######## fetch_controller_flat ########
$ cat src/rtl/fetch_controller_if.sv
// Fetch-side bus: instruction memory port, decode handshake and branch redirect.
interface fetch_controller_if;
  logic [31:0] imem_endereco;
  logic [31:0] imem_instrucao;
  logic        dec_valid;
  logic        dec_ready;
  logic [31:0] dec_instrucao;
  logic [31:0] dec_pc;
  logic        desvio_valid;
  logic [31:0] desvio_alvo;

  modport master (
    output imem_endereco,
    input  imem_instrucao,
    output dec_valid,
    input  dec_ready,
    output dec_instrucao,
    output dec_pc,
    input  desvio_valid,
    input  desvio_alvo
  );

  modport slave (
    input  imem_endereco,
    output imem_instrucao,
    input  dec_valid,
    output dec_ready,
    input  dec_instrucao,
    input  dec_pc,
    output desvio_valid,
    output desvio_alvo
  );
endinterface

$ cat src/rtl/fetch_controller.sv
// Instruction fetch sequencer: owns the PC, queues {pc, instr} in a 2-entry
// buffer toward decode, and handles redirects, halt and illegal fetches.
module fetch_controller #(
  parameter logic [31:0] RESET_PC   = 32'h0000_0000,
  parameter int unsigned MEM_WORDS  = 13,
  parameter logic [31:0] HALT_INSTR = 32'hFFFF_FFFF
) (
  input  logic                       clk,
  input  logic                       rst_n,
  input  logic                       run,
  fetch_controller_if.master         bus,
  output logic                       halted,
  output logic                       fault,
  output logic [31:0]                fetch_count
);

  typedef enum logic [1:0] {OCIOSO, BUSCA, PARADO, FALHA} state_t;

  localparam logic [29:0] MEM_LIMIT = 30'(MEM_WORDS);

  state_t      state, state_nxt;
  logic [31:0] pc, pc_nxt;
  logic [31:0] buf_instr [2];
  logic [31:0] buf_pc    [2];
  logic        rd_ptr, wr_ptr;
  logic [1:0]  count;

  logic redirect, pop, push, flush, illegal, is_halt;

  assign bus.imem_endereco = pc;
  assign bus.dec_valid     = (count != 2'd0);
  assign bus.dec_instrucao = buf_instr[rd_ptr];
  assign bus.dec_pc        = buf_pc[rd_ptr];
  assign halted            = (state == PARADO);
  assign fault             = (state == FALHA);

  assign redirect = bus.desvio_valid && ((state == BUSCA) || (state == PARADO));
  assign illegal  = (pc[1:0] != 2'b00) || (pc[31:2] >= MEM_LIMIT);
  assign is_halt  = (bus.imem_instrucao == HALT_INSTR);

  always_comb begin
    state_nxt = state;
    pc_nxt    = pc;
    push      = 1'b0;
    flush     = 1'b0;
    // A redirect cycle suppresses the pop as well as any fetch.
    pop       = bus.dec_valid && bus.dec_ready && !redirect;
    if (redirect) begin
      flush     = 1'b1;
      pc_nxt    = bus.desvio_alvo;
      state_nxt = BUSCA;
    end else begin
      unique case (state)
        OCIOSO: if (run) state_nxt = BUSCA;
        BUSCA: begin
          if ((count != 2'd2) || pop) begin
            if (illegal) begin
              state_nxt = FALHA;
            end else if (is_halt) begin
              state_nxt = PARADO;
            end else begin
              push   = 1'b1;
              pc_nxt = pc + 32'd4;
            end
          end
        end
        PARADO: ;
        FALHA:  ;
        default: state_nxt = OCIOSO;
      endcase
    end
  end

  always_ff @(posedge clk or negedge rst_n) begin
    if (!rst_n) begin
      state       <= OCIOSO;
      pc          <= RESET_PC;
      rd_ptr      <= 1'b0;
      wr_ptr      <= 1'b0;
      count       <= 2'd0;
      fetch_count <= '0;
      for (int unsigned i = 0; i < 2; i++) begin
        buf_instr[i] <= '0;
        buf_pc[i]    <= '0;
      end
    end else begin
      state <= state_nxt;
      pc    <= pc_nxt;
      if (flush) begin
        rd_ptr <= 1'b0;
        wr_ptr <= 1'b0;
        count  <= 2'd0;
      end else begin
        if (push) begin
          buf_instr[wr_ptr] <= bus.imem_instrucao;
          buf_pc[wr_ptr]    <= pc;
          wr_ptr            <= ~wr_ptr;
          fetch_count       <= fetch_count + 32'd1;
        end
        if (pop) rd_ptr <= ~rd_ptr;
        count <= count + 2'(push) - 2'(pop);
      end
    end
  end

endmodule

$ cat src/flat_wrapper.sv
// flat-port wrapper written by rule: the top's interface ports become plain ports
module fetch_controller_flat 
#(
  parameter logic [31:0] RESET_PC   = 32'h0000_0000,
  parameter int unsigned MEM_WORDS  = 13,
  parameter logic [31:0] HALT_INSTR = 32'hFFFF_FFFF
)
  (clk, rst_n, run, halted, fault, fetch_count, bus_imem_endereco, bus_imem_instrucao, bus_dec_valid, bus_dec_ready, bus_dec_instrucao, bus_dec_pc, bus_desvio_valid, bus_desvio_alvo);
  fetch_controller_if bus_i ();
  input  logic clk;
  input  logic rst_n;
  input  logic run;
  output logic halted;
  output logic fault;
  output logic [31:0] fetch_count;
  output wire logic [$bits(bus_i.imem_endereco)-1:0] bus_imem_endereco;
  input wire logic [$bits(bus_i.imem_instrucao)-1:0] bus_imem_instrucao;
  output wire logic [$bits(bus_i.dec_valid)-1:0] bus_dec_valid;
  input wire logic [$bits(bus_i.dec_ready)-1:0] bus_dec_ready;
  output wire logic [$bits(bus_i.dec_instrucao)-1:0] bus_dec_instrucao;
  output wire logic [$bits(bus_i.dec_pc)-1:0] bus_dec_pc;
  input wire logic [$bits(bus_i.desvio_valid)-1:0] bus_desvio_valid;
  input wire logic [$bits(bus_i.desvio_alvo)-1:0] bus_desvio_alvo;
  assign bus_imem_endereco = bus_i.imem_endereco;
  assign bus_i.imem_instrucao = bus_imem_instrucao;
  assign bus_dec_valid = bus_i.dec_valid;
  assign bus_i.dec_ready = bus_dec_ready;
  assign bus_dec_instrucao = bus_i.dec_instrucao;
  assign bus_dec_pc = bus_i.dec_pc;
  assign bus_i.desvio_valid = bus_desvio_valid;
  assign bus_i.desvio_alvo = bus_desvio_alvo;
  fetch_controller #(.RESET_PC(RESET_PC), .MEM_WORDS(MEM_WORDS), .HALT_INSTR(HALT_INSTR)) u_core (.clk(clk), .rst_n(rst_n), .run(run), .bus(bus_i), .halted(halted), .fault(fault), .fetch_count(fetch_count));
endmodule
$ cat config.mk
export PLATFORM = sky130hd
export DESIGN_NAME = fetch_controller_flat
export DESIGN_NICKNAME = d
export VERILOG_FILES = /design/src/rtl/fetch_controller_if.sv /design/src/rtl/fetch_controller.sv /design/src/flat_wrapper.sv
export SDC_FILE = /design/constraint.sdc
export NUM_CORES = 1
export LEC_CHECK = 0
export CORE_MARGIN = 8
export CORE_UTILIZATION = 54
export CTS_CLUSTER_DIAMETER = 150
export DETAILED_ROUTE_END_ITERATION = 16
export PLACE_DENSITY = 0.9
export SYNTH_ARGS = -nofsm -noshare
export SYNTH_HDL_FRONTEND = slang
export SYNTH_SLANG_ARGS = --single-unit
$ cat constraint.sdc
create_clock -name clk -period 3.4 [get_ports clk]
set_input_delay 0.51 -clock clk [delete_from_list [all_inputs] [get_ports clk]]
set_output_delay 0.51 -clock clk [all_outputs]
set_load 0.02 [all_outputs]
######## data_cache ########
$ cat src/rtl/data_cache.sv
// Direct-mapped, write-through, no-write-allocate data cache with one word per line.
// Read hits complete combinationally; misses and all writes stall while a req/ack memory transaction runs.
module data_cache #(
    parameter int NBITS   = 8,
    parameter int NLINES  = 4,
    parameter int CNTBITS = 8
) (
    input  logic               clock,
    input  logic               reset,
    input  logic [NBITS-1:2]   Address,
    input  logic [NBITS-1:0]   WriteData,
    input  logic               MemRead,
    input  logic               MemWrite,
    output logic [NBITS-1:0]   ReadData,
    output logic               Stall,
    output logic               mem_req,
    output logic               mem_we,
    output logic [NBITS-1:2]   mem_addr,
    output logic [NBITS-1:0]   mem_wdata,
    input  logic [NBITS-1:0]   mem_rdata,
    input  logic               mem_ack,
    output logic [CNTBITS-1:0] hits,
    output logic [CNTBITS-1:0] misses,
    output logic [1:0]         state_dbg
);

    localparam int IW  = $clog2(NLINES);
    localparam int TW  = NBITS - 2 - IW;
    localparam int TWS = (TW > 0) ? TW : 1;

    // Handshake: mem_req rises on FILL/WRITE entry and holds until the cycle mem_ack is
    // sampled high; mem_we/mem_addr/mem_wdata are stable for the whole request.
    typedef enum logic [1:0] {S_IDLE, S_FILL, S_WRITE, S_RESP} state_t;

    state_t             state;
    logic               line_valid [NLINES];
    logic [TWS-1:0]     line_tag   [NLINES];
    logic [NBITS-1:0]   line_data  [NLINES];
    logic [NBITS-1:0]   resp_data;
    logic               resp_is_read;

    logic [IW-1:0]      req_idx, fill_idx;
    logic [TWS-1:0]     req_tag, fill_tag;
    logic               hit;

    assign req_idx  = Address[IW+1:2];
    assign fill_idx = mem_addr[IW+1:2];

    // With a single full-address-sized index there is no tag; a constant tag keeps compares uniform.
    if (TW > 0) begin : g_tag
        assign req_tag  = Address[NBITS-1:IW+2];
        assign fill_tag = mem_addr[NBITS-1:IW+2];
    end else begin : g_notag
        assign req_tag  = '0;
        assign fill_tag = '0;
    end

    assign hit       = line_valid[req_idx] && (line_tag[req_idx] == req_tag);
    assign state_dbg = state;

    always_comb begin
        Stall    = 1'b0;
        ReadData = '0;
        case (state)
            S_IDLE: begin
                if (MemWrite) begin
                    Stall = 1'b1;
                end else if (MemRead) begin
                    if (hit) ReadData = line_data[req_idx];
                    else     Stall    = 1'b1;
                end
            end
            S_FILL, S_WRITE: Stall = 1'b1;
            S_RESP: if (resp_is_read) ReadData = resp_data;
            default: ;
        endcase
    end

    always_ff @(posedge clock or posedge reset) begin
        if (reset) begin
            state        <= S_IDLE;
            mem_req      <= 1'b0;
            mem_we       <= 1'b0;
            mem_addr     <= '0;
            mem_wdata    <= '0;
            hits         <= '0;
            misses       <= '0;
            resp_data    <= '0;
            resp_is_read <= 1'b0;
            for (int i = 0; i < NLINES; i++) begin
                line_valid[i] <= 1'b0;
                line_tag[i]   <= '0;
                line_data[i]  <= '0;
            end
        end else begin
            case (state)
                S_IDLE: begin
                    if (MemWrite) begin
                        mem_req   <= 1'b1;
                        mem_we    <= 1'b1;
                        mem_addr  <= Address;
                        mem_wdata <= WriteData;
                        if (hit) line_data[req_idx] <= WriteData;
                        state     <= S_WRITE;
                    end else if (MemRead) begin
                        if (hit) begin
                            if (hits != '1) hits <= hits + 1'b1;
                        end else begin
                            if (misses != '1) misses <= misses + 1'b1;
                            mem_req  <= 1'b1;
                            mem_we   <= 1'b0;
                            mem_addr <= Address;
                            state    <= S_FILL;
                        end
                    end
                end
                S_FILL: begin
                    if (mem_ack) begin
                        line_valid[fill_idx] <= 1'b1;
                        line_tag[fill_idx]   <= fill_tag;
                        line_data[fill_idx]  <= mem_rdata;
                        resp_data            <= mem_rdata;
                        resp_is_read         <= 1'b1;
                        mem_req              <= 1'b0;
                        state                <= S_RESP;
                    end
                end
                S_WRITE: begin
                    if (mem_ack) begin
                        mem_req      <= 1'b0;
                        mem_we       <= 1'b0;
                        resp_is_read <= 1'b0;
                        state        <= S_RESP;
                    end
                end
                S_RESP: state <= S_IDLE;
                default: state <= S_IDLE;
            endcase
        end
    end

endmodule

$ cat config.mk
export PLATFORM = sky130hd
export DESIGN_NAME = data_cache
export DESIGN_NICKNAME = d
export VERILOG_FILES = /design/src/rtl/data_cache.sv
export SDC_FILE = /design/constraint.sdc
export NUM_CORES = 1
export LEC_CHECK = 0
export CELL_PAD_IN_SITES_DETAIL_PLACEMENT = 1
export CELL_PAD_IN_SITES_GLOBAL_PLACEMENT = 1
export CORE_AREA = 4 4 167 88
export DETAILED_ROUTE_END_ITERATION = 16
export DIE_AREA = 0 0 171 92
export PLACE_DENSITY_LB_ADDON = 0.1
export SYNTH_ARGS = -nofsm -noshare
export SYNTH_HDL_FRONTEND = slang
export SYNTH_SLANG_ARGS = --single-unit
$ cat constraint.sdc
create_clock -name clock -period 3 [get_ports clock]
set_input_delay 0.45 -clock clock [delete_from_list [all_inputs] [get_ports clock]]
set_output_delay 0.45 -clock clock [all_outputs]
set_load 0.02 [all_outputs]

==> notes/layouts.md <==
Pictures saved along the way, in no particular order.

M1 wires.
image #1
Drawn at 2 px/µm. Supply wires on this layer in grey.
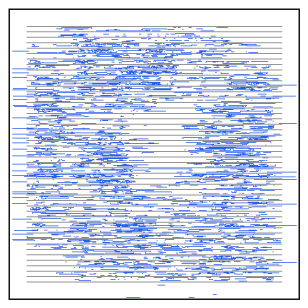
image #2
Drawn at 3 px/µm. Supply wires on this layer in grey.
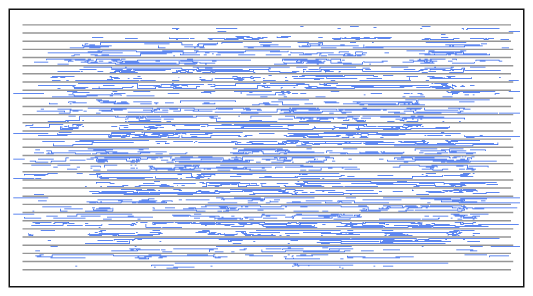
fetch_controller_flat: image #1
data_cache: image #2
The one with the largest die is image #1.

Figure 1. Signal wires on met3 (fetch_controller_flat).
Drawn at 2 px/µm.
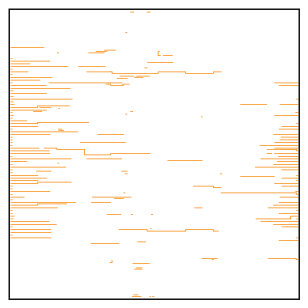
longest straight run: 37.7 µm
share of all routed wire: 8.3%
main direction: horizontal

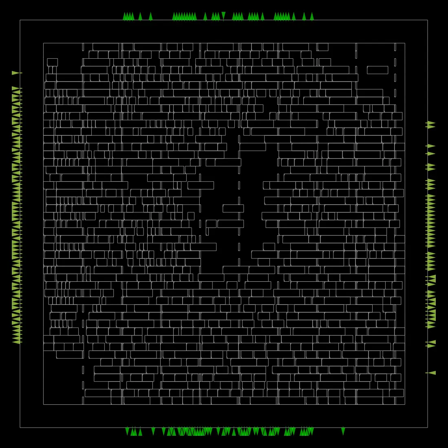
Figure 2: fetch_controller_flat, cell outlines without signal wires.
non-filler cells, final: 1,161
Tapcells: 220

==> flow_summary.yaml, fetch_controller_flat <==
# flow metrics
final_layout:
  nNetsFinal: 1006
  clkCellAreaFrac: 0.0510
  finish.utilization: 0.718
place:
  placed_cells: 1128
floorplan:
  die_h_um: 144
power:
  comb-power_uw: 2070
global_routing:
  met1_usage: 0.275
drt:
  drcViolationCount: 0
  met3RoutedLength_um: 1810
final_timing:
  hold_violations: 0
setup_path:
  r2r_slack_ns: 0.62
  cp_top_family: "simple AND/OR/NAND/NOR gates"
  cpPeakStageDelay_ns: 0.41
  cp_cell_sequence: "inv_1 > ha_1 > nor4b_2 > nand4_1 > or2_0 > nor4_4 > buf_12 > mux2_2"
  path_class: "register to register"
outcome:
  outcome: "complete, no violations"
synthesis:
  syn_inst: 734
min_path:
  min_path_type: "input pin to async pin"
==> fetch_controller_flat: sequential cells by signal (all words and copies together) (netlist names) <==
register,count
u_core.wr_ptr,1
u_core.rd_ptr,1
u_core.buf_pc,64
u_core.buf_instr,64
u_core.state,2
u_core.count,2
u_core.fetch_count,32
u_core.bus.imem_endereco,32
==> fetch_controller_flat: logic make-up after synthesis <==
kind of cell    Yosys count  synth area share
xor+xnor                 34            0.0336
mux                     137             0.174
buf+inv                  48            0.0244
fa+ha+maj                10            0.0141
compound gates           25            0.0203
flops                   198             0.558
simple gates            282             0.175
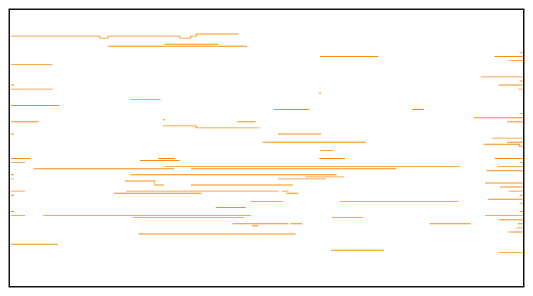
Figure 3: data_cache, signal wires on met3.
Drawn at 3 px/µm.
longest straight run: 98.0 µm
share of all routed wire: 7.9%
main direction: horizontal
wire length on this layer: 1,310 µm

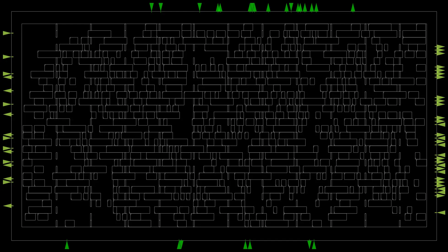
Figure 4: data_cache, cell outlines without signal wires.
Final Util: 0.496
row cnt: 30

==> flow_summary.yaml, data_cache <==
# flow metrics
setup_path:
  cp-startpoint: "line_tag[8]$_DFFE_PP0P_"
  rr_startpoint: "state_dbg[0]$_DFFE_PP0P_"
  r2r_cells: 9
global_routing:
  grt-busiest-layer: "met1"
  grt_pass1_wl_um: 26100
  grtUsageMet2: 0.301
outcome:
  outcome: "complete, no violations"
final_layout:
  layout.buffer.nonclock.area_share: 0.156
  n_all_inverters: 13
  clkCellAreaFrac: 0.0450
  layout_top_cell: "dfrtp_1"
synthesis:
  most_common_cell: "dfrtp_1"
  aoi_share: 0.122
  synthTopCellsByCount: "95 x dfrtp_1, 85 x nand2_1, 44 x o21ai_0, 36 x mux2_1, 21 x mux2_2"
  ff_type: "dfrtp_1"
  async_flop_share: 1.00
clocking:
  clock_latency_ns: 0.35
final_timing:
  max_slew.worst_pin.slew_ns: 0.675
  fin_hold_ws_ns: 0.404
drt:
  met3RoutedLength_um: 1310
  wirelength_um: 16500
  routed_via_density: 5.58
job:
  cap_violations: 0
floorplan:
  die_h_um: 92
  io_pins: 70
[data_cache: sequential cells by signal, indices dropped and copies added (netlist names)]
| name | cells |
|---|---|
| resp_is_read | 1 |
| mem_req | 1 |
| line_valid | 4 |
| hits | 8 |
| resp_data | 8 |
| mem_we | 1 |
| state_dbg | 2 |
| mem_addr | 6 |
| misses | 8 |
| line_tag | 16 |
| line_data | 32 |
| mem_wdata | 8 |
[data_cache: report_power, final]
group          switching (µW)  leakage, µW  internal (µW)  total, µW
Clock                     537     0.000150            649       1190
Sequential                382      0.00121           1810       2190
Combinational            1560      0.00151           1260       2810
Total                    2480      0.00287           3710       6190

######## deconv_engine ########
Figure 5. M1 wires (deconv_engine).
Drawn at 1.5 px/µm. Supply wires on this layer in grey.
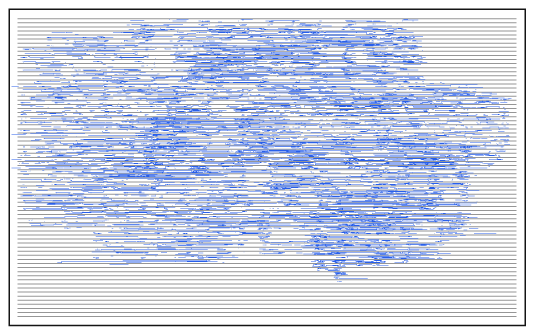

File: src/rtl/deconv_pkg.sv
// Shared types and constants for the deconvolution engine and its serial divider.
package deconv_pkg;
  localparam int N_DEF     = 8;
  localparam int Y_LEN_DEF = 16;
  localparam int ACC_W_DEF = 20;

  typedef enum logic [2:0] {
    S_IDLE, S_LOAD_H, S_LOAD_Y, S_MAC, S_DIV, S_EMIT
  } state_t;

  localparam logic [1:0] ERR_OK      = 2'd0;
  localparam logic [1:0] ERR_H0      = 2'd1;
  localparam logic [1:0] ERR_INEXACT = 2'd2;
  localparam logic [1:0] ERR_OVF     = 2'd3;
endpackage

File: src/rtl/deconv_engine_sdiv.sv
// Restoring signed divider: one load cycle, then one quotient bit per cycle.
// Results are combinational during the final iteration cycle, flagged by done.
module serial_sdiv
  import deconv_pkg::*;
#(
  parameter int ACC_W = ACC_W_DEF
) (
  input  logic                    clk,
  input  logic                    rst_n,
  input  logic                    start,
  input  logic signed [ACC_W-1:0] dividend,
  input  logic signed [7:0]       divisor,
  output logic                    done,
  output logic signed [ACC_W:0]   quotient,
  output logic signed [7:0]       remainder
);
  localparam int CNT_W = $clog2(ACC_W + 1);

  logic [CNT_W-1:0] r_cnt;
  logic             r_busy;
  logic [ACC_W-1:0] r_q;
  logic [7:0]       r_rem;
  logic [7:0]       r_dvs;
  logic             r_qneg;
  logic             r_rneg;

  logic [8:0]              w_trial;
  logic [7:0]              w_diff;
  logic                    w_ge;
  logic [7:0]              w_rem_nxt;
  logic [ACC_W-1:0]        w_q_nxt;
  logic signed [ACC_W:0]   w_qmag;
  logic signed [7:0]       w_rmag;

  // Partial remainder stays below |divisor| <= 128, so 8 bits hold it.
  assign w_trial   = {r_rem, r_q[ACC_W-1]};
  assign w_ge      = (w_trial >= {1'b0, r_dvs});
  assign w_diff    = w_trial[7:0] - r_dvs;
  assign w_rem_nxt = w_ge ? w_diff : w_trial[7:0];
  assign w_q_nxt   = {r_q[ACC_W-2:0], w_ge};
  assign w_qmag    = {1'b0, w_q_nxt};
  assign w_rmag    = w_rem_nxt;

  assign done      = r_busy && (r_cnt == CNT_W'(1));
  assign quotient  = r_qneg ? -w_qmag : w_qmag;
  assign remainder = r_rneg ? -w_rmag : w_rmag;

  always_ff @(posedge clk) begin
    if (!rst_n) begin
      r_busy <= 1'b0;
      r_cnt  <= '0;
    end else if (start) begin
      r_busy <= 1'b1;
      r_cnt  <= CNT_W'(ACC_W);
    end else if (r_busy) begin
      r_cnt <= r_cnt - CNT_W'(1);
      if (r_cnt == CNT_W'(1)) r_busy <= 1'b0;
    end
  end

  always_ff @(posedge clk) begin
    if (start) begin
      r_q    <= dividend[ACC_W-1] ? -dividend : dividend;
      r_dvs  <= divisor[7] ? -divisor : divisor;
      r_rem  <= '0;
      r_qneg <= dividend[ACC_W-1] ^ divisor[7];
      r_rneg <= dividend[ACC_W-1];
    end else if (r_busy) begin
      r_q   <= w_q_nxt;
      r_rem <= w_rem_nxt;
    end
  end
endmodule

File: src/rtl/deconv_engine.sv
// Frame-based deconvolution: loads kernel h and result y, recovers x by
// forward substitution (shared MAC, then serial divide by h[0]) and streams x out.
module deconv_engine
  import deconv_pkg::*;
#(
  parameter int N     = N_DEF,
  parameter int Y_LEN = Y_LEN_DEF,
  parameter int ACC_W = ACC_W_DEF
) (
  input  logic               clk,
  input  logic               rst_n,
  input  logic               in_valid,
  output logic               in_ready,
  input  logic signed [15:0] in_data,
  output logic               out_valid,
  input  logic               out_ready,
  output logic signed [7:0]  out_data,
  output logic               out_last,
  output logic [1:0]         err_code,
  output logic               busy
);
  localparam int IW = (N > 1) ? $clog2(N) : 1;
  localparam int CW = $clog2(Y_LEN + 1);
  localparam logic [IW-1:0] LAST_IDX = IW'(N - 1);
  localparam logic [CW-1:0] LAST_H   = CW'(N - 1);
  localparam logic [CW-1:0] LAST_Y   = CW'(Y_LEN - 1);

  state_t r_state, w_next;

  logic signed [7:0]       r_h [N];
  logic signed [15:0]      r_y [N];
  logic signed [7:0]       r_x [N];
  logic signed [ACC_W-1:0] r_acc;
  logic [CW-1:0]           r_cnt;
  logic [IW-1:0]           r_n, r_k, r_idx;
  logic                    r_div_go;
  logic                    r_f_h0, r_f_ovf, r_f_inx;

  logic                    w_in_fire, w_out_fire, w_h_last, w_y_last;
  logic                    w_div_start, w_div_done, w_q_ovf;
  logic signed [ACC_W:0]   w_quot;
  logic signed [7:0]       w_rem;
  logic [IW-1:0]           w_xi, w_n_inc;
  logic signed [15:0]      w_prod;
  logic signed [ACC_W-1:0] w_prod_ext, w_y_next;

  function automatic logic signed [7:0] sat8(input logic signed [ACC_W:0] q);
    if (q > 127)       return 8'sd127;
    else if (q < -128) return -8'sd128;
    else               return q[7:0];
  endfunction

  function automatic logic signed [ACC_W-1:0] sext16(input logic signed [15:0] v);
    return {{(ACC_W-16){v[15]}}, v};
  endfunction

  assign w_in_fire   = in_valid && in_ready;
  assign w_out_fire  = out_valid && out_ready;
  assign w_h_last    = (r_cnt == LAST_H);
  assign w_y_last    = (r_cnt == LAST_Y);
  assign w_xi        = r_n - r_k;
  assign w_n_inc     = r_n + IW'(1);
  assign w_prod      = 16'(r_h[r_k]) * 16'(r_x[w_xi]);
  assign w_prod_ext  = sext16(w_prod);
  assign w_y_next    = sext16(r_y[w_n_inc]);
  assign w_q_ovf     = (w_quot > 127) || (w_quot < -128);
  assign w_div_start = r_div_go && !r_f_h0;

  serial_sdiv #(.ACC_W(ACC_W)) u_div (
    .clk       (clk),
    .rst_n     (rst_n),
    .start     (w_div_start),
    .dividend  (r_acc),
    .divisor   (r_h[0]),
    .done      (w_div_done),
    .quotient  (w_quot),
    .remainder (w_rem)
  );

  always_ff @(posedge clk) begin
    if (!rst_n) r_state <= S_IDLE;
    else        r_state <= w_next;
  end

  always_comb begin
    w_next = r_state;
    unique case (r_state)
      S_IDLE:   if (in_valid) w_next = S_LOAD_H;
      S_LOAD_H: if (w_in_fire && w_h_last) w_next = S_LOAD_Y;
      S_LOAD_Y: if (w_in_fire && w_y_last) w_next = S_DIV;
      S_MAC:    if (r_k == r_n) w_next = S_DIV;
      S_DIV: begin
        if (r_f_h0)          w_next = S_EMIT;
        else if (w_div_done) w_next = (r_n == LAST_IDX) ? S_EMIT : S_MAC;
      end
      S_EMIT:   if (w_out_fire && (r_idx == LAST_IDX)) w_next = S_IDLE;
      default:  w_next = S_IDLE;
    endcase
  end

  always_comb begin
    in_ready  = (r_state == S_IDLE) || (r_state == S_LOAD_H) || (r_state == S_LOAD_Y);
    busy      = (r_state != S_IDLE);
    out_valid = (r_state == S_EMIT);
    out_data  = '0;
    out_last  = 1'b0;
    err_code  = ERR_OK;
    if (out_valid) begin
      out_data = r_x[r_idx];
      out_last = (r_idx == LAST_IDX);
      if (r_f_h0)       err_code = ERR_H0;
      else if (r_f_ovf) err_code = ERR_OVF;
      else if (r_f_inx) err_code = ERR_INEXACT;
    end
  end

  always_ff @(posedge clk) begin
    if (!rst_n) begin
      r_cnt    <= '0;
      r_n      <= '0;
      r_k      <= '0;
      r_idx    <= '0;
      r_div_go <= 1'b0;
      r_f_h0   <= 1'b0;
      r_f_ovf  <= 1'b0;
      r_f_inx  <= 1'b0;
    end else begin
      r_div_go <= 1'b0;
      case (r_state)
        S_IDLE: if (in_valid) begin
          r_cnt   <= CW'(1);
          r_n     <= '0;
          r_k     <= '0;
          r_idx   <= '0;
          r_f_h0  <= 1'b0;
          r_f_ovf <= 1'b0;
          r_f_inx <= 1'b0;
        end
        S_LOAD_H: if (w_in_fire) r_cnt <= w_h_last ? '0 : r_cnt + CW'(1);
        S_LOAD_Y: if (w_in_fire) begin
          r_cnt <= r_cnt + CW'(1);
          if (w_y_last) begin
            r_f_h0   <= (r_h[0] == 8'sd0);
            r_div_go <= 1'b1;
          end
        end
        S_MAC: begin
          r_k <= r_k + IW'(1);
          if (r_k == r_n) r_div_go <= 1'b1;
        end
        S_DIV: if (!r_f_h0 && w_div_done) begin
          r_f_ovf <= r_f_ovf | w_q_ovf;
          r_f_inx <= r_f_inx | (w_rem != 8'sd0);
          r_n     <= w_n_inc;
          r_k     <= IW'(1);
        end
        S_EMIT: if (w_out_fire) r_idx <= r_idx + IW'(1);
        default: ;
      endcase
    end
  end

  // x is cleared on every frame start so an abandoned frame leaves nothing behind.
  always_ff @(posedge clk) begin
    case (r_state)
      S_IDLE: if (in_valid) begin
        r_h[0] <= in_data[7:0];
        for (int i = 0; i < N; i++) r_x[i] <= '0;
      end
      S_LOAD_H: if (w_in_fire) r_h[r_cnt[IW-1:0]] <= in_data[7:0];
      S_LOAD_Y: if (w_in_fire) begin
        if (r_cnt < CW'(N)) r_y[r_cnt[IW-1:0]] <= in_data;
        if (w_y_last) r_acc <= sext16(r_y[0]);
      end
      S_MAC: r_acc <= r_acc - w_prod_ext;
      S_DIV: if (!r_f_h0 && w_div_done) begin
        r_x[r_n] <= sat8(w_quot);
        r_acc    <= w_y_next;
      end
      default: ;
    endcase
  end
endmodule

File: config.mk
export PLATFORM = sky130hd
export DESIGN_NAME = deconv_engine
export DESIGN_NICKNAME = d
export VERILOG_FILES = /design/src/rtl/deconv_pkg.sv /design/src/rtl/deconv_engine_sdiv.sv /design/src/rtl/deconv_engine.sv
export SDC_FILE = /design/constraint.sdc
export NUM_CORES = 1
export LEC_CHECK = 0
export CAP_MARGIN = 30
export CELL_PAD_IN_SITES_DETAIL_PLACEMENT = 1
export CELL_PAD_IN_SITES_GLOBAL_PLACEMENT = 1
export CORE_ASPECT_RATIO = 0.6
export CORE_MARGIN = 5
export CORE_UTILIZATION = 30
export CTS_CLUSTER_DIAMETER = 100
export CTS_CLUSTER_SIZE = 40
export DETAILED_ROUTE_END_ITERATION = 7
export GPL_TIMING_DRIVEN = 0
export PLACE_DENSITY = 0.57
export RECOVER_POWER = 100
export SYNTH_ARGS = -nofsm -noshare
export SYNTH_HDL_FRONTEND = slang
export SYNTH_HIERARCHICAL = 1
export SYNTH_SLANG_ARGS = --single-unit
File: constraint.sdc
create_clock -name clk -period 19.4 [get_ports clk]
set_input_delay 3.88 -clock clk [delete_from_list [all_inputs] [get_ports clk]]
set_output_delay 3.88 -clock clk [all_outputs]
set_load 0.005 [all_outputs]
######## sprite_compositor ########
**src/rtl/compositor_pkg.sv**
```systemverilog
// Shared types and helpers for the sprite compositor pixel stage.
// Latency: n/a (types, constants and combinational helpers only).
// Backpressure: n/a.
package compositor_pkg;

    // Final-stage colour, {R,G,B} byte order.
    typedef struct packed {
        logic [7:0] r;
        logic [7:0] g;
        logic [7:0] b;
    } rgb_t;

    typedef enum logic [1:0] {
        ST_FULL,
        ST_FADE_OUT,
        ST_DARK,
        ST_FADE_IN
    } fade_state_e;

    localparam int FADE_MAX = 16;
    localparam int LEVEL_W  = 5;    // holds 0..FADE_MAX inclusive

    // Pairs (i<j) are numbered i-major: 0-1, 0-2, .., (L-2)-(L-1).
    function automatic int pair_idx(input int i, input int j, input int layers);
        return i * (2 * layers - i - 1) / 2 + (j - i - 1);
    endfunction

    // Sprite stages emit {R,B,G}; swap the low two bytes into {R,G,B}.
    function automatic rgb_t rbg_to_rgb(input logic [23:0] rbg);
        rgb_t c;
        c.r = rbg[23:16];
        c.b = rbg[15:8];
        c.g = rbg[7:0];
        return c;
    endfunction

    // (c * level) >> 4; the 13-bit product cannot exceed 255*16, so no saturation.
    function automatic logic [7:0] fade_scale(input logic [7:0] c, input logic [LEVEL_W-1:0] lvl);
        logic [12:0] prod;
        prod = {5'd0, c} * {8'd0, lvl};
        return 8'(prod >> 4);
    endfunction

endpackage

```
**src/rtl/collision_tracker.sv**
```systemverilog
// Per-frame sprite-pair collision accumulator with frame-boundary report.
// Latency: report registered 1 cycle after i_frame; o_coll_valid is a 1-cycle pulse.
// Backpressure: none; accepts one pixel per cycle unconditionally.
//
// Ports: i_opaque (per-layer opaque), i_de, i_frame -> o_collision (NPAIRS flags of the
// last complete frame), o_coll_valid. Clock i_clk_pix, sync active-low reset i_rst_n.
module collision_tracker
    import compositor_pkg::*;
#(
    parameter int LAYERS = 4,
    parameter int NPAIRS = LAYERS * (LAYERS - 1) / 2
) (
    input  logic              i_clk_pix,
    input  logic              i_rst_n,
    input  logic [LAYERS-1:0] i_opaque,
    input  logic              i_de,
    input  logic              i_frame,
    output logic [NPAIRS-1:0] o_collision,
    output logic              o_coll_valid
);

    logic [NPAIRS-1:0] hits;
    logic [NPAIRS-1:0] acc;

    for (genvar gi = 0; gi < LAYERS - 1; gi++) begin : g_i
        for (genvar gj = gi + 1; gj < LAYERS; gj++) begin : g_j
            assign hits[pair_idx(gi, gj, LAYERS)] = i_de & i_opaque[gi] & i_opaque[gj];
        end
    end

    // Hits seen on the i_frame cycle belong to the frame being closed, so they are
    // folded into the report and the accumulator restarts clean.
    always_ff @(posedge i_clk_pix) begin
        if (!i_rst_n) begin
            acc          <= '0;
            o_collision  <= '0;
            o_coll_valid <= 1'b0;
        end else begin
            o_coll_valid <= i_frame;
            if (i_frame) begin
                o_collision <= acc | hits;
                acc         <= '0;
            end else begin
                acc <= acc | hits;
            end
        end
    end

endmodule

```
**src/rtl/sprite_compositor.sv**
```systemverilog
// Final pixel stage: priority-merges LAYERS sprites over a background, delay-matches syncs.
// Latency: 2 cycles from inputs to o_r/o_g/o_b and o_hsync/o_vsync/o_de.
// Backpressure: none; free-running pixel stream, one pixel per i_clk_pix.
//
// Ports: i_frame/i_hsync/i_vsync/i_de timing; i_bg_color {R,G,B}; per-layer i_layer_en,
// i_layer_drawing, i_layer_trans, i_layer_color ({R,B,G} per layer, layer i at [i*24+:24]);
// i_fade_req. Outputs: delayed syncs, o_r/o_g/o_b, o_collision/o_coll_valid.
// Optional: define SPRITE_COMPOSITOR_FADE_EN for frame-stepped fade out/in of all colour.
module sprite_compositor
    import compositor_pkg::*;
#(
    parameter  int LAYERS    = 4,
    parameter  int FADE_STEP = 4,
    localparam int NPAIRS    = LAYERS * (LAYERS - 1) / 2
) (
    input  logic                 i_clk_pix,
    input  logic                 i_rst_n,
    input  logic                 i_frame,
    input  logic                 i_hsync,
    input  logic                 i_vsync,
    input  logic                 i_de,
    input  logic [23:0]          i_bg_color,
    input  logic [LAYERS-1:0]    i_layer_en,
    input  logic [LAYERS-1:0]    i_layer_drawing,
    input  logic [LAYERS-1:0]    i_layer_trans,
    input  logic [LAYERS*24-1:0] i_layer_color,
    input  logic                 i_fade_req,
    output logic                 o_hsync,
    output logic                 o_vsync,
    output logic                 o_de,
    output logic [7:0]           o_r,
    output logic [7:0]           o_g,
    output logic [7:0]           o_b,
    output logic [NPAIRS-1:0]    o_collision,
    output logic                 o_coll_valid
);

    logic [LAYERS-1:0] opaque;
    rgb_t              win_color;
    rgb_t              s1_color;
    logic              s1_hsync;
    logic              s1_vsync;
    logic              s1_de;
    rgb_t              s2_color;

    assign opaque = i_layer_drawing & ~i_layer_trans & i_layer_en;

    // Walk from back to front so the lowest-index opaque layer is written last and wins.
    always_comb begin
        win_color = rgb_t'(i_bg_color);
        for (int i = LAYERS - 1; i >= 0; i--) begin
            if (opaque[i]) begin
                win_color = rbg_to_rgb(i_layer_color[i*24 +: 24]);
            end
        end
    end

    always_ff @(posedge i_clk_pix) begin
        if (!i_rst_n) begin
            s1_color <= '0;
            s1_hsync <= 1'b0;
            s1_vsync <= 1'b0;
            s1_de    <= 1'b0;
        end else begin
            s1_color <= win_color;
            s1_hsync <= i_hsync;
            s1_vsync <= i_vsync;
            s1_de    <= i_de;
        end
    end

`ifdef SPRITE_COMPOSITOR_FADE_EN
    localparam int STEP_W = (FADE_STEP > 1) ? $clog2(FADE_STEP) : 1;

    fade_state_e        fade_state;
    logic [LEVEL_W-1:0] fade_level;
    logic [STEP_W-1:0]  step_cnt;

    // Everything advances only on frame boundaries so a frame is never split across levels.
    always_ff @(posedge i_clk_pix) begin
        if (!i_rst_n) begin
            fade_state <= ST_FULL;
            fade_level <= LEVEL_W'(FADE_MAX);
            step_cnt   <= '0;
        end else if (i_frame) begin
            case (fade_state)
                ST_FULL: begin
                    if (i_fade_req) begin
                        fade_state <= ST_FADE_OUT;
                        step_cnt   <= '0;
                    end
                end
                ST_FADE_OUT: begin
                    if (step_cnt == STEP_W'(FADE_STEP - 1)) begin
                        step_cnt   <= '0;
                        fade_level <= fade_level - 1'b1;
                        if (fade_level == LEVEL_W'(1)) begin
                            fade_state <= ST_DARK;
                        end
                    end else begin
                        step_cnt <= step_cnt + 1'b1;
                    end
                end
                ST_DARK: begin
                    if (i_fade_req) begin
                        fade_state <= ST_FADE_IN;
                        step_cnt   <= '0;
                    end
                end
                ST_FADE_IN: begin
                    if (step_cnt == STEP_W'(FADE_STEP - 1)) begin
                        step_cnt   <= '0;
                        fade_level <= fade_level + 1'b1;
                        if (fade_level == LEVEL_W'(FADE_MAX - 1)) begin
                            fade_state <= ST_FULL;
                        end
                    end else begin
                        step_cnt <= step_cnt + 1'b1;
                    end
                end
                default: fade_state <= ST_FULL;
            endcase
        end
    end

    always_comb begin
        s2_color.r = fade_scale(s1_color.r, fade_level);
        s2_color.g = fade_scale(s1_color.g, fade_level);
        s2_color.b = fade_scale(s1_color.b, fade_level);
    end
`else
    logic [31:0] unused_fade;
    assign unused_fade = {FADE_STEP[30:0], i_fade_req};
    assign s2_color    = s1_color;
`endif

    // Blank colour outside the active area so the encoder sees clean black.
    always_ff @(posedge i_clk_pix) begin
        if (!i_rst_n) begin
            o_hsync <= 1'b0;
            o_vsync <= 1'b0;
            o_de    <= 1'b0;
            o_r     <= '0;
            o_g     <= '0;
            o_b     <= '0;
        end else begin
            o_hsync <= s1_hsync;
            o_vsync <= s1_vsync;
            o_de    <= s1_de;
            if (s1_de) begin
                o_r <= s2_color.r;
                o_g <= s2_color.g;
                o_b <= s2_color.b;
            end else begin
                o_r <= '0;
                o_g <= '0;
                o_b <= '0;
            end
        end
    end

    collision_tracker #(
        .LAYERS (LAYERS),
        .NPAIRS (NPAIRS)
    ) u_collision_tracker (
        .i_clk_pix    (i_clk_pix),
        .i_rst_n      (i_rst_n),
        .i_opaque     (opaque),
        .i_de         (i_de),
        .i_frame      (i_frame),
        .o_collision  (o_collision),
        .o_coll_valid (o_coll_valid)
    );

endmodule

```
**config.mk**
```make
export PLATFORM = sky130hd
export DESIGN_NAME = sprite_compositor
export DESIGN_NICKNAME = d
export VERILOG_FILES = /design/src/rtl/compositor_pkg.sv /design/src/rtl/collision_tracker.sv /design/src/rtl/sprite_compositor.sv
export SDC_FILE = /design/constraint.sdc
export NUM_CORES = 1
export LEC_CHECK = 0
export CAP_MARGIN = 0
export CORE_MARGIN = 2
export CORE_UTILIZATION = 37
export DETAILED_ROUTE_END_ITERATION = 10
export MAX_ROUTING_LAYER = met4
export PLACE_DENSITY = 0.9
export SLEW_MARGIN = 30
export SYNTH_ARGS = -nofsm -noshare
export SYNTH_HDL_FRONTEND = slang
export SYNTH_SLANG_ARGS = --single-unit
export TNS_END_PERCENT = 30
```
**constraint.sdc**
```tcl
create_clock -name i_clk_pix -period 1.6 [get_ports i_clk_pix]
set_input_delay 0.48 -clock i_clk_pix [delete_from_list [all_inputs] [get_ports i_clk_pix]]
set_output_delay 0.48 -clock i_clk_pix [all_outputs]
set_load 0.02 [all_outputs]
```
######## vending_multi_flat ########
<file path="src/rtl/vending_multi_if.sv">
// vending_multi_if -- signal bundle between the machine datapath and the
// vending controller.
//
// Handshake semantics: there is no valid/ready pair. Every request input
// (coin pulses, select, cancel, restock) is a single-cycle strobe. The
// controller samples it on the rising edge and never stalls the sender.
// While busy is high, select and cancel are dropped and coins are bounced
// with coin_reject. Every output is registered. dispensed, sold_out,
// insufficient, coin_reject and chg_valid are one-cycle pulses. disp_idx and
// chg_coin read 0 whenever their qualifying pulse is low.
//
// Modports:
//   master - the datapath side; drives coins, select/sel_idx, cancel, price,
//            restock*, pay_card and card_ok.
//   slave  - the controller side; drives credit, busy, dispensed/disp_idx,
//            the status pulses, chg_valid/chg_coin and state_dbg.
// state_dbg is 0 in IDLE and 1 in CHANGE. It is there for observation only.
interface vending_multi_if #(
  parameter int NUM_SLOTS = 7,
  parameter int PRICE_W   = 10,
  parameter int CREDIT_W  = 10,
  parameter int STOCK_W   = 4
);
  localparam int IDX_W = (NUM_SLOTS > 1) ? $clog2(NUM_SLOTS) : 1;

  logic                          nickel;
  logic                          dime;
  logic                          quarter;
  logic                          dollar;
  logic                          select;
  logic [IDX_W-1:0]              sel_idx;
  logic                          cancel;
  logic [NUM_SLOTS*PRICE_W-1:0]  price;
  logic                          restock;
  logic [IDX_W-1:0]              restock_idx;
  logic [STOCK_W-1:0]            restock_cnt;
  logic                          pay_card;
  logic                          card_ok;

  logic [CREDIT_W-1:0]           credit;
  logic                          busy;
  logic                          dispensed;
  logic [IDX_W-1:0]              disp_idx;
  logic                          sold_out;
  logic                          insufficient;
  logic                          coin_reject;
  logic                          chg_valid;
  logic [1:0]                    chg_coin;
  logic                          state_dbg;

  modport master (
    output nickel, dime, quarter, dollar, select, sel_idx, cancel, price,
           restock, restock_idx, restock_cnt, pay_card, card_ok,
    input  credit, busy, dispensed, disp_idx, sold_out, insufficient,
           coin_reject, chg_valid, chg_coin, state_dbg
  );

  modport slave (
    input  nickel, dime, quarter, dollar, select, sel_idx, cancel, price,
           restock, restock_idx, restock_cnt, pay_card, card_ok,
    output credit, busy, dispensed, disp_idx, sold_out, insufficient,
           coin_reject, chg_valid, chg_coin, state_dbg
  );
endinterface

</file>
<file path="src/rtl/vending_multi.sv">
// vending_multi -- parametrised vending controller.
//
// The controller accumulates coin credit up to MAX_CREDIT and keeps a stock
// count for each slot. It checks a selection against the per-slot price bus.
// A successful vend pulses dispensed. Any remaining credit is then returned
// as change, one greedy coin (25/10/5) per cycle, in the CHANGE state. A
// cancel with nonzero credit returns the full credit the same way.
//
// Ports:
//   clk   - system clock, rising edge
//   rst_n - synchronous active-low reset
//   bus   - vending_multi_if.slave (coins, select, cancel, price, restock,
//           card qualifiers in; credit, status pulses, change out)
//
// Optional feature: define VEND_CARD_EN to enable card payment. With it
// defined, a select with pay_card vends on card_ok without touching credit.
// Without it, pay_card and card_ok are ignored.
module vending_multi #(
  parameter int NUM_SLOTS  = 7,
  parameter int PRICE_W    = 10,
  parameter int CREDIT_W   = 10,
  parameter int MAX_CREDIT = 500,
  parameter int STOCK_W    = 4
) (
  input logic            clk,
  input logic            rst_n,
  vending_multi_if.slave bus
);
  localparam int IDX_W = (NUM_SLOTS > 1) ? $clog2(NUM_SLOTS) : 1;
  // The two extra bits let credit plus a full cycle of coins be compared
  // against the ceiling without wrapping.
  localparam int SW    = CREDIT_W + 2;

  typedef enum logic {IDLE = 1'b0, CHANGE = 1'b1} state_t;

  state_t              state;
  logic [CREDIT_W-1:0] credit_q;
  logic [STOCK_W-1:0]  stock [NUM_SLOTS];
  logic                busy_q, dispensed_q, sold_out_q, insufficient_q;
  logic                coin_reject_q, chg_valid_q;
  logic [IDX_W-1:0]    disp_idx_q;
  logic [1:0]          chg_coin_q;

  logic [SW-1:0]       coin_sum, credit_ext, coin_total, price_ext;
  logic [SW-1:0]       change_val, credit_left;
  logic [PRICE_W-1:0]  sel_price;
  logic [STOCK_W-1:0]  sel_stock;
  logic [1:0]          chg_code;
  logic                any_coin;

  always_comb begin
    coin_sum = '0;
    if (bus.nickel)  coin_sum = coin_sum + SW'(5);
    if (bus.dime)    coin_sum = coin_sum + SW'(10);
    if (bus.quarter) coin_sum = coin_sum + SW'(25);
    if (bus.dollar)  coin_sum = coin_sum + SW'(100);
    any_coin   = bus.nickel | bus.dime | bus.quarter | bus.dollar;
    credit_ext = SW'(credit_q);
    coin_total = credit_ext + coin_sum;

    // An out-of-range sel_idx matches no slot. It then reads price 0 and
    // stock 0, which the sold-out check catches.
    sel_price = '0;
    sel_stock = '0;
    for (int s = 0; s < NUM_SLOTS; s++) begin
      if (int'(bus.sel_idx) == s) begin
        sel_price = bus.price[s*PRICE_W +: PRICE_W];
        sel_stock = stock[s];
      end
    end
    price_ext = SW'(sel_price);

    // Greedy change coin for the current credit.
    if (credit_ext >= SW'(25)) begin
      chg_code   = 2'd2;
      change_val = SW'(25);
    end else if (credit_ext >= SW'(10)) begin
      chg_code   = 2'd1;
      change_val = SW'(10);
    end else begin
      chg_code   = 2'd0;
      change_val = SW'(5);
    end
    // Clamp so a stray sub-nickel remainder still drains to zero.
    credit_left = (credit_ext > change_val) ? credit_ext - change_val : '0;
  end

  always_ff @(posedge clk) begin
    if (!rst_n) begin
      state          <= IDLE;
      credit_q       <= '0;
      busy_q         <= 1'b0;
      dispensed_q    <= 1'b0;
      disp_idx_q     <= '0;
      sold_out_q     <= 1'b0;
      insufficient_q <= 1'b0;
      coin_reject_q  <= 1'b0;
      chg_valid_q    <= 1'b0;
      chg_coin_q     <= 2'd0;
      for (int s = 0; s < NUM_SLOTS; s++) stock[s] <= '0;
    end else begin
      dispensed_q    <= 1'b0;
      disp_idx_q     <= '0;
      sold_out_q     <= 1'b0;
      insufficient_q <= 1'b0;
      coin_reject_q  <= 1'b0;
      chg_valid_q    <= 1'b0;
      chg_coin_q     <= 2'd0;
      case (state)
        IDLE: begin
          if (bus.restock && !bus.select) begin
            for (int s = 0; s < NUM_SLOTS; s++)
              if (int'(bus.restock_idx) == s) stock[s] <= bus.restock_cnt;
          end
          if (bus.cancel) begin
            // Cancel owns the cycle. Coins arriving with it are bounced.
            coin_reject_q <= any_coin;
            if (credit_q != '0) begin
              state  <= CHANGE;
              busy_q <= 1'b1;
            end
          end else if (bus.select) begin
            coin_reject_q <= any_coin;
            if (sel_stock == '0 || sel_price == '0) begin
              sold_out_q <= 1'b1;
`ifdef VEND_CARD_EN
            end else if (bus.pay_card) begin
              if (bus.card_ok) begin
                dispensed_q <= 1'b1;
                disp_idx_q  <= bus.sel_idx;
                for (int s = 0; s < NUM_SLOTS; s++)
                  if (int'(bus.sel_idx) == s) stock[s] <= stock[s] - 1'b1;
              end else begin
                insufficient_q <= 1'b1;
              end
`endif
            end else if (credit_ext < price_ext) begin
              insufficient_q <= 1'b1;
            end else begin
              dispensed_q <= 1'b1;
              disp_idx_q  <= bus.sel_idx;
              credit_q    <= CREDIT_W'(credit_ext - price_ext);
              for (int s = 0; s < NUM_SLOTS; s++)
                if (int'(bus.sel_idx) == s) stock[s] <= stock[s] - 1'b1;
              if (credit_ext != price_ext) begin
                state  <= CHANGE;
                busy_q <= 1'b1;
              end
            end
          end else if (any_coin) begin
            if (coin_total <= SW'(MAX_CREDIT)) credit_q <= CREDIT_W'(coin_total);
            else coin_reject_q <= 1'b1;
          end
        end
        CHANGE: begin
          coin_reject_q <= any_coin;
          chg_valid_q   <= 1'b1;
          chg_coin_q    <= chg_code;
          credit_q      <= CREDIT_W'(credit_left);
          if (credit_left == '0) begin
            state  <= IDLE;
            busy_q <= 1'b0;
          end
        end
        default: state <= IDLE;
      endcase
    end
  end

`ifndef VEND_CARD_EN
  logic unused_card;
  assign unused_card = bus.pay_card ^ bus.card_ok;
`endif

  assign bus.credit       = credit_q;
  assign bus.busy         = busy_q;
  assign bus.dispensed    = dispensed_q;
  assign bus.disp_idx     = disp_idx_q;
  assign bus.sold_out     = sold_out_q;
  assign bus.insufficient = insufficient_q;
  assign bus.coin_reject  = coin_reject_q;
  assign bus.chg_valid    = chg_valid_q;
  assign bus.chg_coin     = chg_coin_q;
  assign bus.state_dbg    = (state == CHANGE);
endmodule

</file>
<file path="src/flat_wrapper.sv">
// flat-port wrapper written by rule: the top's interface ports become plain ports
module vending_multi_flat 
#(
  parameter int NUM_SLOTS  = 7,
  parameter int PRICE_W    = 10,
  parameter int CREDIT_W   = 10,
  parameter int MAX_CREDIT = 500,
  parameter int STOCK_W    = 4
)
  (clk, rst_n, bus_nickel, bus_dime, bus_quarter, bus_dollar, bus_select, bus_sel_idx, bus_cancel, bus_price, bus_restock, bus_restock_idx, bus_restock_cnt, bus_pay_card, bus_card_ok, bus_credit, bus_busy, bus_dispensed, bus_disp_idx, bus_sold_out, bus_insufficient, bus_coin_reject, bus_chg_valid, bus_chg_coin, bus_state_dbg);
  vending_multi_if #(.NUM_SLOTS(NUM_SLOTS), .PRICE_W(PRICE_W), .CREDIT_W(CREDIT_W), .STOCK_W(STOCK_W)) bus_i ();
  input logic clk;
  input logic rst_n;
  input wire logic [$bits(bus_i.nickel)-1:0] bus_nickel;
  input wire logic [$bits(bus_i.dime)-1:0] bus_dime;
  input wire logic [$bits(bus_i.quarter)-1:0] bus_quarter;
  input wire logic [$bits(bus_i.dollar)-1:0] bus_dollar;
  input wire logic [$bits(bus_i.select)-1:0] bus_select;
  input wire logic [$bits(bus_i.sel_idx)-1:0] bus_sel_idx;
  input wire logic [$bits(bus_i.cancel)-1:0] bus_cancel;
  input wire logic [$bits(bus_i.price)-1:0] bus_price;
  input wire logic [$bits(bus_i.restock)-1:0] bus_restock;
  input wire logic [$bits(bus_i.restock_idx)-1:0] bus_restock_idx;
  input wire logic [$bits(bus_i.restock_cnt)-1:0] bus_restock_cnt;
  input wire logic [$bits(bus_i.pay_card)-1:0] bus_pay_card;
  input wire logic [$bits(bus_i.card_ok)-1:0] bus_card_ok;
  output wire logic [$bits(bus_i.credit)-1:0] bus_credit;
  output wire logic [$bits(bus_i.busy)-1:0] bus_busy;
  output wire logic [$bits(bus_i.dispensed)-1:0] bus_dispensed;
  output wire logic [$bits(bus_i.disp_idx)-1:0] bus_disp_idx;
  output wire logic [$bits(bus_i.sold_out)-1:0] bus_sold_out;
  output wire logic [$bits(bus_i.insufficient)-1:0] bus_insufficient;
  output wire logic [$bits(bus_i.coin_reject)-1:0] bus_coin_reject;
  output wire logic [$bits(bus_i.chg_valid)-1:0] bus_chg_valid;
  output wire logic [$bits(bus_i.chg_coin)-1:0] bus_chg_coin;
  output wire logic [$bits(bus_i.state_dbg)-1:0] bus_state_dbg;
  assign bus_i.nickel = bus_nickel;
  assign bus_i.dime = bus_dime;
  assign bus_i.quarter = bus_quarter;
  assign bus_i.dollar = bus_dollar;
  assign bus_i.select = bus_select;
  assign bus_i.sel_idx = bus_sel_idx;
  assign bus_i.cancel = bus_cancel;
  assign bus_i.price = bus_price;
  assign bus_i.restock = bus_restock;
  assign bus_i.restock_idx = bus_restock_idx;
  assign bus_i.restock_cnt = bus_restock_cnt;
  assign bus_i.pay_card = bus_pay_card;
  assign bus_i.card_ok = bus_card_ok;
  assign bus_credit = bus_i.credit;
  assign bus_busy = bus_i.busy;
  assign bus_dispensed = bus_i.dispensed;
  assign bus_disp_idx = bus_i.disp_idx;
  assign bus_sold_out = bus_i.sold_out;
  assign bus_insufficient = bus_i.insufficient;
  assign bus_coin_reject = bus_i.coin_reject;
  assign bus_chg_valid = bus_i.chg_valid;
  assign bus_chg_coin = bus_i.chg_coin;
  assign bus_state_dbg = bus_i.state_dbg;
  vending_multi #(.NUM_SLOTS(NUM_SLOTS), .PRICE_W(PRICE_W), .CREDIT_W(CREDIT_W), .MAX_CREDIT(MAX_CREDIT), .STOCK_W(STOCK_W)) u_core (.clk(clk), .rst_n(rst_n), .bus(bus_i));
endmodule
</file>
<file path="config.mk">
export PLATFORM = sky130hd
export DESIGN_NAME = vending_multi_flat
export DESIGN_NICKNAME = d
export VERILOG_FILES = /design/src/rtl/vending_multi_if.sv /design/src/rtl/vending_multi.sv /design/src/flat_wrapper.sv
export SDC_FILE = /design/constraint.sdc
export NUM_CORES = 1
export LEC_CHECK = 0
export CAP_MARGIN = 20
export CORE_UTILIZATION = 53
export CTS_BUF_LIST = sky130_fd_sc_hd__clkbuf_8
export DETAILED_ROUTE_END_ITERATION = 12
export GPL_TIMING_DRIVEN = 0
export PLACE_DENSITY = 0.83
export SLEW_MARGIN = 25
export SYNTH_ARGS = -nofsm -noshare
export SYNTH_HDL_FRONTEND = slang
export SYNTH_SLANG_ARGS = --single-unit
export TNS_END_PERCENT = 100
</file>
<file path="constraint.sdc">
create_clock -name clk -period 5.4 [get_ports clk]
set_input_delay 1.08 -clock clk [delete_from_list [all_inputs] [get_ports clk]]
set_output_delay 1.08 -clock clk [all_outputs]
set_load 0.02 [all_outputs]
</file>
Figure 6. Signal wires on met3 (vending_multi_flat).
Drawn at 4 px/µm.
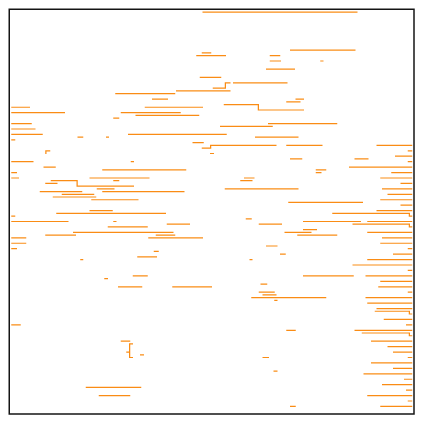
nets with wire on the layer: 127
wire length on this layer: 1,160 µm
longest straight run: 38.4 µm

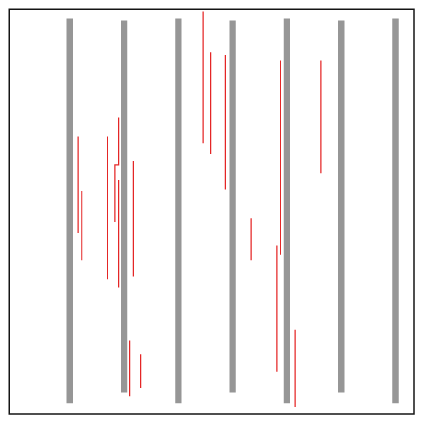
Figure 7: vending_multi_flat, met4 routing.
Drawn at 4 px/µm. Supply wires on this layer in grey.
wire length on this layer: 408 µm
share of all routed wire: 2.6%
nets with wire on the layer: 16
main direction: vertical

==> flow_summary.yaml, vending_multi_flat <==
# flow metrics
place:
  dpl_cell_area_um2: 6380
  port_buffers: 104
clocking:
  cts_resized: 0
  h-tree-depth: 2
  clock-sinks: 50
  post_cts_buffers: 0
  cts_max_path_buffers: 2
  root_buffer: "clkbuf_8"
setup_path:
  cp-start-kind: "input pin"
  worstSetupEndpointType: "register"
  path_depth: 17
  cp_num_buf_inv: 4
  cp_top_family: "AND-OR/OR-AND gates"
  r2r_slack_ns: 1.14
  cp_cell_sequence: "clkdlybuf4s50_1 > inv_1 > ha_1 > mux2i_1 > inv_1 > ha_1 > mux2_2 > ha_1 > buf_2 > o21a_1 > a2111oi_1 > a2111oi_2 > and3b_1 > and4_4 > nor3_4 > nor2_2 > o211a_1"
  r2r_cells: 17
  cpPeakStageDelay_ns: 0.54
floorplan:
  fp_util: 0.555
  core_area_um2: 9330
  num_rows: 35
synthesis:
  synthTopCellsByArea: "edfxtp_1 16%, mux2i_1 9.5%, dfxtp_1 8.5%"
  ys_types: 73
  synthTopCellsByCount: "55 x nand2_1, 49 x mux2i_1, 39 x nor2_1, 36 x inv_1, 35 x ha_1"
  xor_share: 0.0525
  yosysWarnings: 0
  ys_chip_area_um2: 5170
  synth_nets: 744
  ff_type: "edfxtp_1"
final_layout:
  nNetsFinal: 855
  final_layout_size_suffix_gt1_frac: 0.0536
final_timing:
  hold_violations: 0
  tns_ns: 0
  maxSlewHeadroom: 0.467
drt:
  routed_via_density: 6.07
  drt_iter0_drc: 388
global_routing:
  grt_pass1_wl_um: 24600
  grt_usage: 0.312
  first_global_vias: 5066
outcome:
  outcome: "complete, no violations"
min_path:
  min_from: "u_core.bus.busy$_SDFFE_PN0P_"
vending_multi_flat: metal layers:
metal / track usage / vias to the layer above / wire length (µm)
met1: 0.380 / 2443 / 6510
met3: 0.0541 / 34 / 1160
met5: 0 / - / 0
met4: 0.107 / 0 / 407
li1: - / 2492 / -
met2: 0.553 / 226 / 7700
vending_multi_flat: final cells by class:
type,count,area share
tap,129,0.0250
clock buffer,5,0.0106
multi-input combinational,496,0.555
buffer,31,0.0251
sequential,50,0.198
inverter,38,0.0221
timing repair buffer,104,0.161
clock inverter,3,0.00329
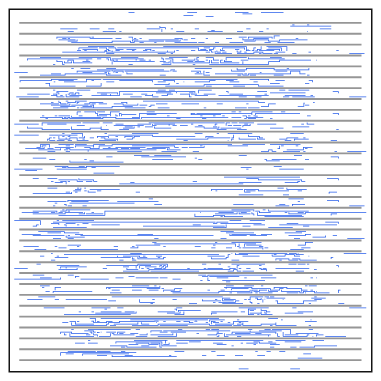
Figure 8: sprite_compositor, M1 wires.
Drawn at 4 px/µm. Supply wires on this layer in grey.
wire length on this layer: 4,010 µm
nets with wire on the layer: 572

==> flow_summary.yaml, sprite_compositor <==
# flow metrics
place:
  placed_cells: 587
  place.gp.congestion: 0.914
  dpl_cell_area_um2: 4630
setup_path:
  r2r-end: "o_b[1]$_SDFF_PN0_"
  r2r_cells: 1
  cp.arrival_ns: 1.82
  cp-startpoint: "i_layer_drawing[3]"
  rr_startpoint: "s1_de$_SDFF_PN0_"
  worstSetupEndpointType: "register"
clocking:
  clock_latency_ns: 0.34
  cts-buffers-inserted: 9
  cts_max_path_buffers: 2
  post_cts_buffers: 0
  root_buffer: "clkbuf_8"
synthesis:
  syn_area_um2: 2750
  synth_nets: 468
  synthSimpleGateAreaFrac: 0.171
  yosysWarnings: 0
  yosysTopAreaCell: "dfxtp_1"
  synthTopCellsByCount: "67 x dfxtp_1, 54 x a21oi_1, 54 x o21ai_0, 50 x nand2_1, 24 x and3_1"
  xor_share: 0
  syn_area_per_cell_um2: 8.37
  edf_count: 0
drt:
  drcViolationCount: 0
  wl_met1_um: 4010
  drt_iter0_drc: 163
final_timing:
  max_slew.worst_pin.slew_ns: 0.641
  setup_viol: 0
  fin_hold_ws_ns: 0.442
  fmax_mhz: 640
global_routing:
  grt_pass1_wl_um: 14200
  met1_usage: 0.285
job:
  cap_violations: 0
final_layout:
  logic_area_um2: 1270
  layout.cells.non_filler: 608
  nMultiInputCombCells: 234
  clkCellAreaFrac: 0.0452
  layout.buffer.nonclock.area_share: 0.399
  sh_comb_area: 0.258
floorplan:
  io_pins: 173
outcome:
  outcome: "complete, no violations"
-- sprite_compositor: state kept, by name (all words and copies together) (netlist names), 6 cells and up --
register / flops
u_collision_tracker.o_collision: 6
u_collision_tracker.acc: 6
o_g: 8
s1_color: 24
o_b: 8
o_r: 8
-- sprite_compositor: critical path: stages --
cell,delay (ns)
clkdlybuf4s50_1,0.48
and3b_2,0.21
buf_12,0.18
nand2_1,0.07
a31o_1,0.25
a21oi_2,0.16
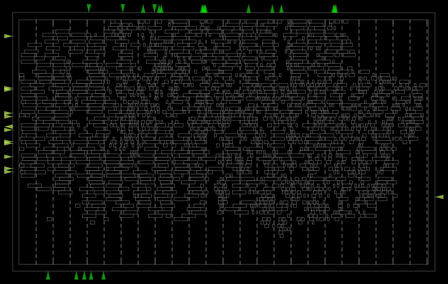
Figure 9: deconv_engine, cell outlines without signal wires.
non-filler cells, final: 2,572
Final Util: 0.332
Fill cells: 7,183
Seq/total area: 0.457

About Figure 5:
main direction: horizontal
wire length on this layer: 29.8 mm
nets with wire on the layer: 1,751
longest straight run: 100 µm
share of all routed wire: 53%

==> flow_summary.yaml, deconv_engine <==
# flow metrics
synthesis:
  ff_type: "edfxtp_1"
  aoi_share: 0.0735
  ys_chip_area_um2: 20000
  synthAdderAreaFrac: 0.115
  ys_sh_mux: 0.116
min_path:
  whs_path_depth: 2
outcome:
  outcome: "finished with violations"
  violations: "max-capacitance violations, max-slew violations"
final_timing:
  drv_slew: 39
  hold_violations: 0
clocking:
  post_cts_buffers: 0
  clock-sinks: 347
setup_path:
  worstSetupEndpointType: "register"
  endpoint: "r_acc[19]$_DFFE_PP_"
  path_depth: 29
  cp_num_buf_inv: 10
  cpPeakStageDelay_ns: 0.76
final_layout:
  area.sequential_um2: 10000
  n_all_inverters: 164
  nMultiInputCombCells: 1020
drt:
  wire_per_inst_um: 22.0
  met3RoutedLength_um: 3160
job:
  cap_violations: 3
==> deconv_engine: per-stage QoR <==
step	util	setup WS, ns	instances	area (µm²)
after global routing	0.332	9.61	2572	21900
after detailed placement	0.329	10.17	2550	21700
final	0.332	10.13	2572	21900
after global placement	0.324	9.50	2529	21400
after floorplan	-	11.49	1596	20000
after CTS	0.335	10.09	2572	22100


==> screenshots <==
M2 wires.
Plate I
Drawn at 3 px/µm. Cells faint in the background.
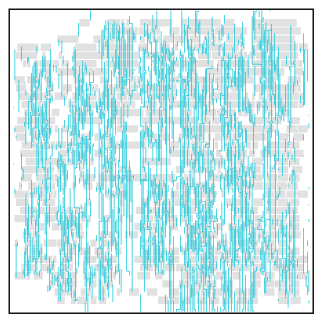
Plate II
Drawn at 3 px/µm. Cells faint in the background.
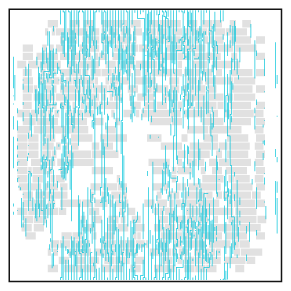
Plate III
Drawn at 1 px/µm. Cells faint in the background.
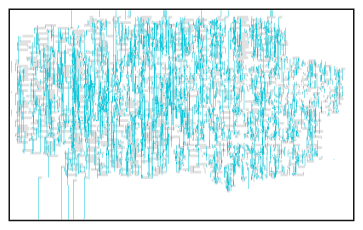
Plate IV
Drawn at 2 px/µm. Cells faint in the background.
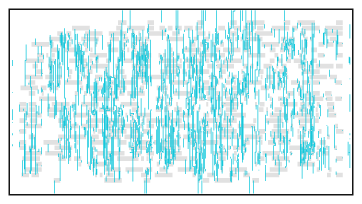
Plate V
Drawn at 2 px/µm. Cells faint in the background.
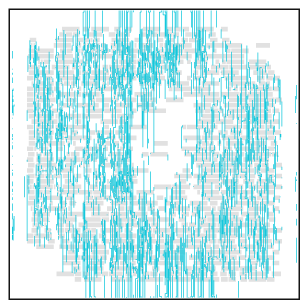
Of these, smallest die: Plate II
- Plate V = fetch_controller_flat
- Plate III = deconv_engine
- Plate II = sprite_compositor
- Plate IV = data_cache
- Plate I = vending_multi_flat


==> layout pictures side by side <==
Met4 routing.
shot_01.png
Drawn at 3 px/µm. Supply wires on this layer in grey.
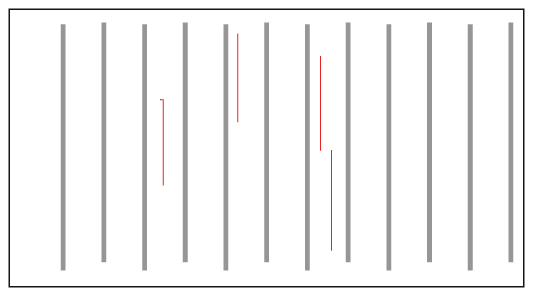
shot_02.png
Drawn at 1.5 px/µm. Supply wires on this layer in grey.
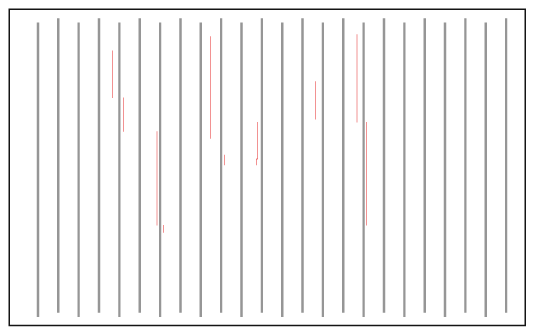
shot_03.png
Drawn at 4 px/µm. Supply wires on this layer in grey.
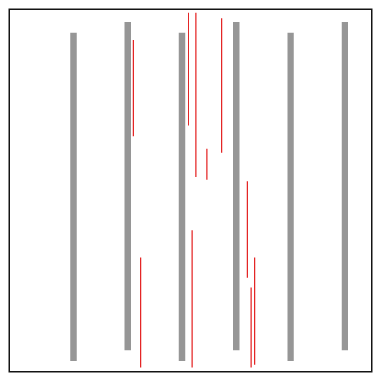
shot_04.png
Drawn at 2 px/µm. Supply wires on this layer in grey.
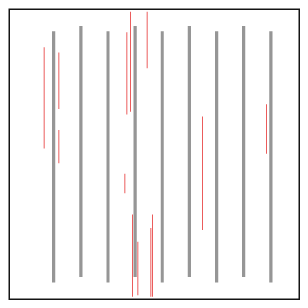
Of these, largest die: shot_02.png
- shot_02.png = deconv_engine
- shot_03.png = sprite_compositor
- shot_04.png = fetch_controller_flat
- shot_01.png = data_cache

Power and IR drop assume default switching activity.
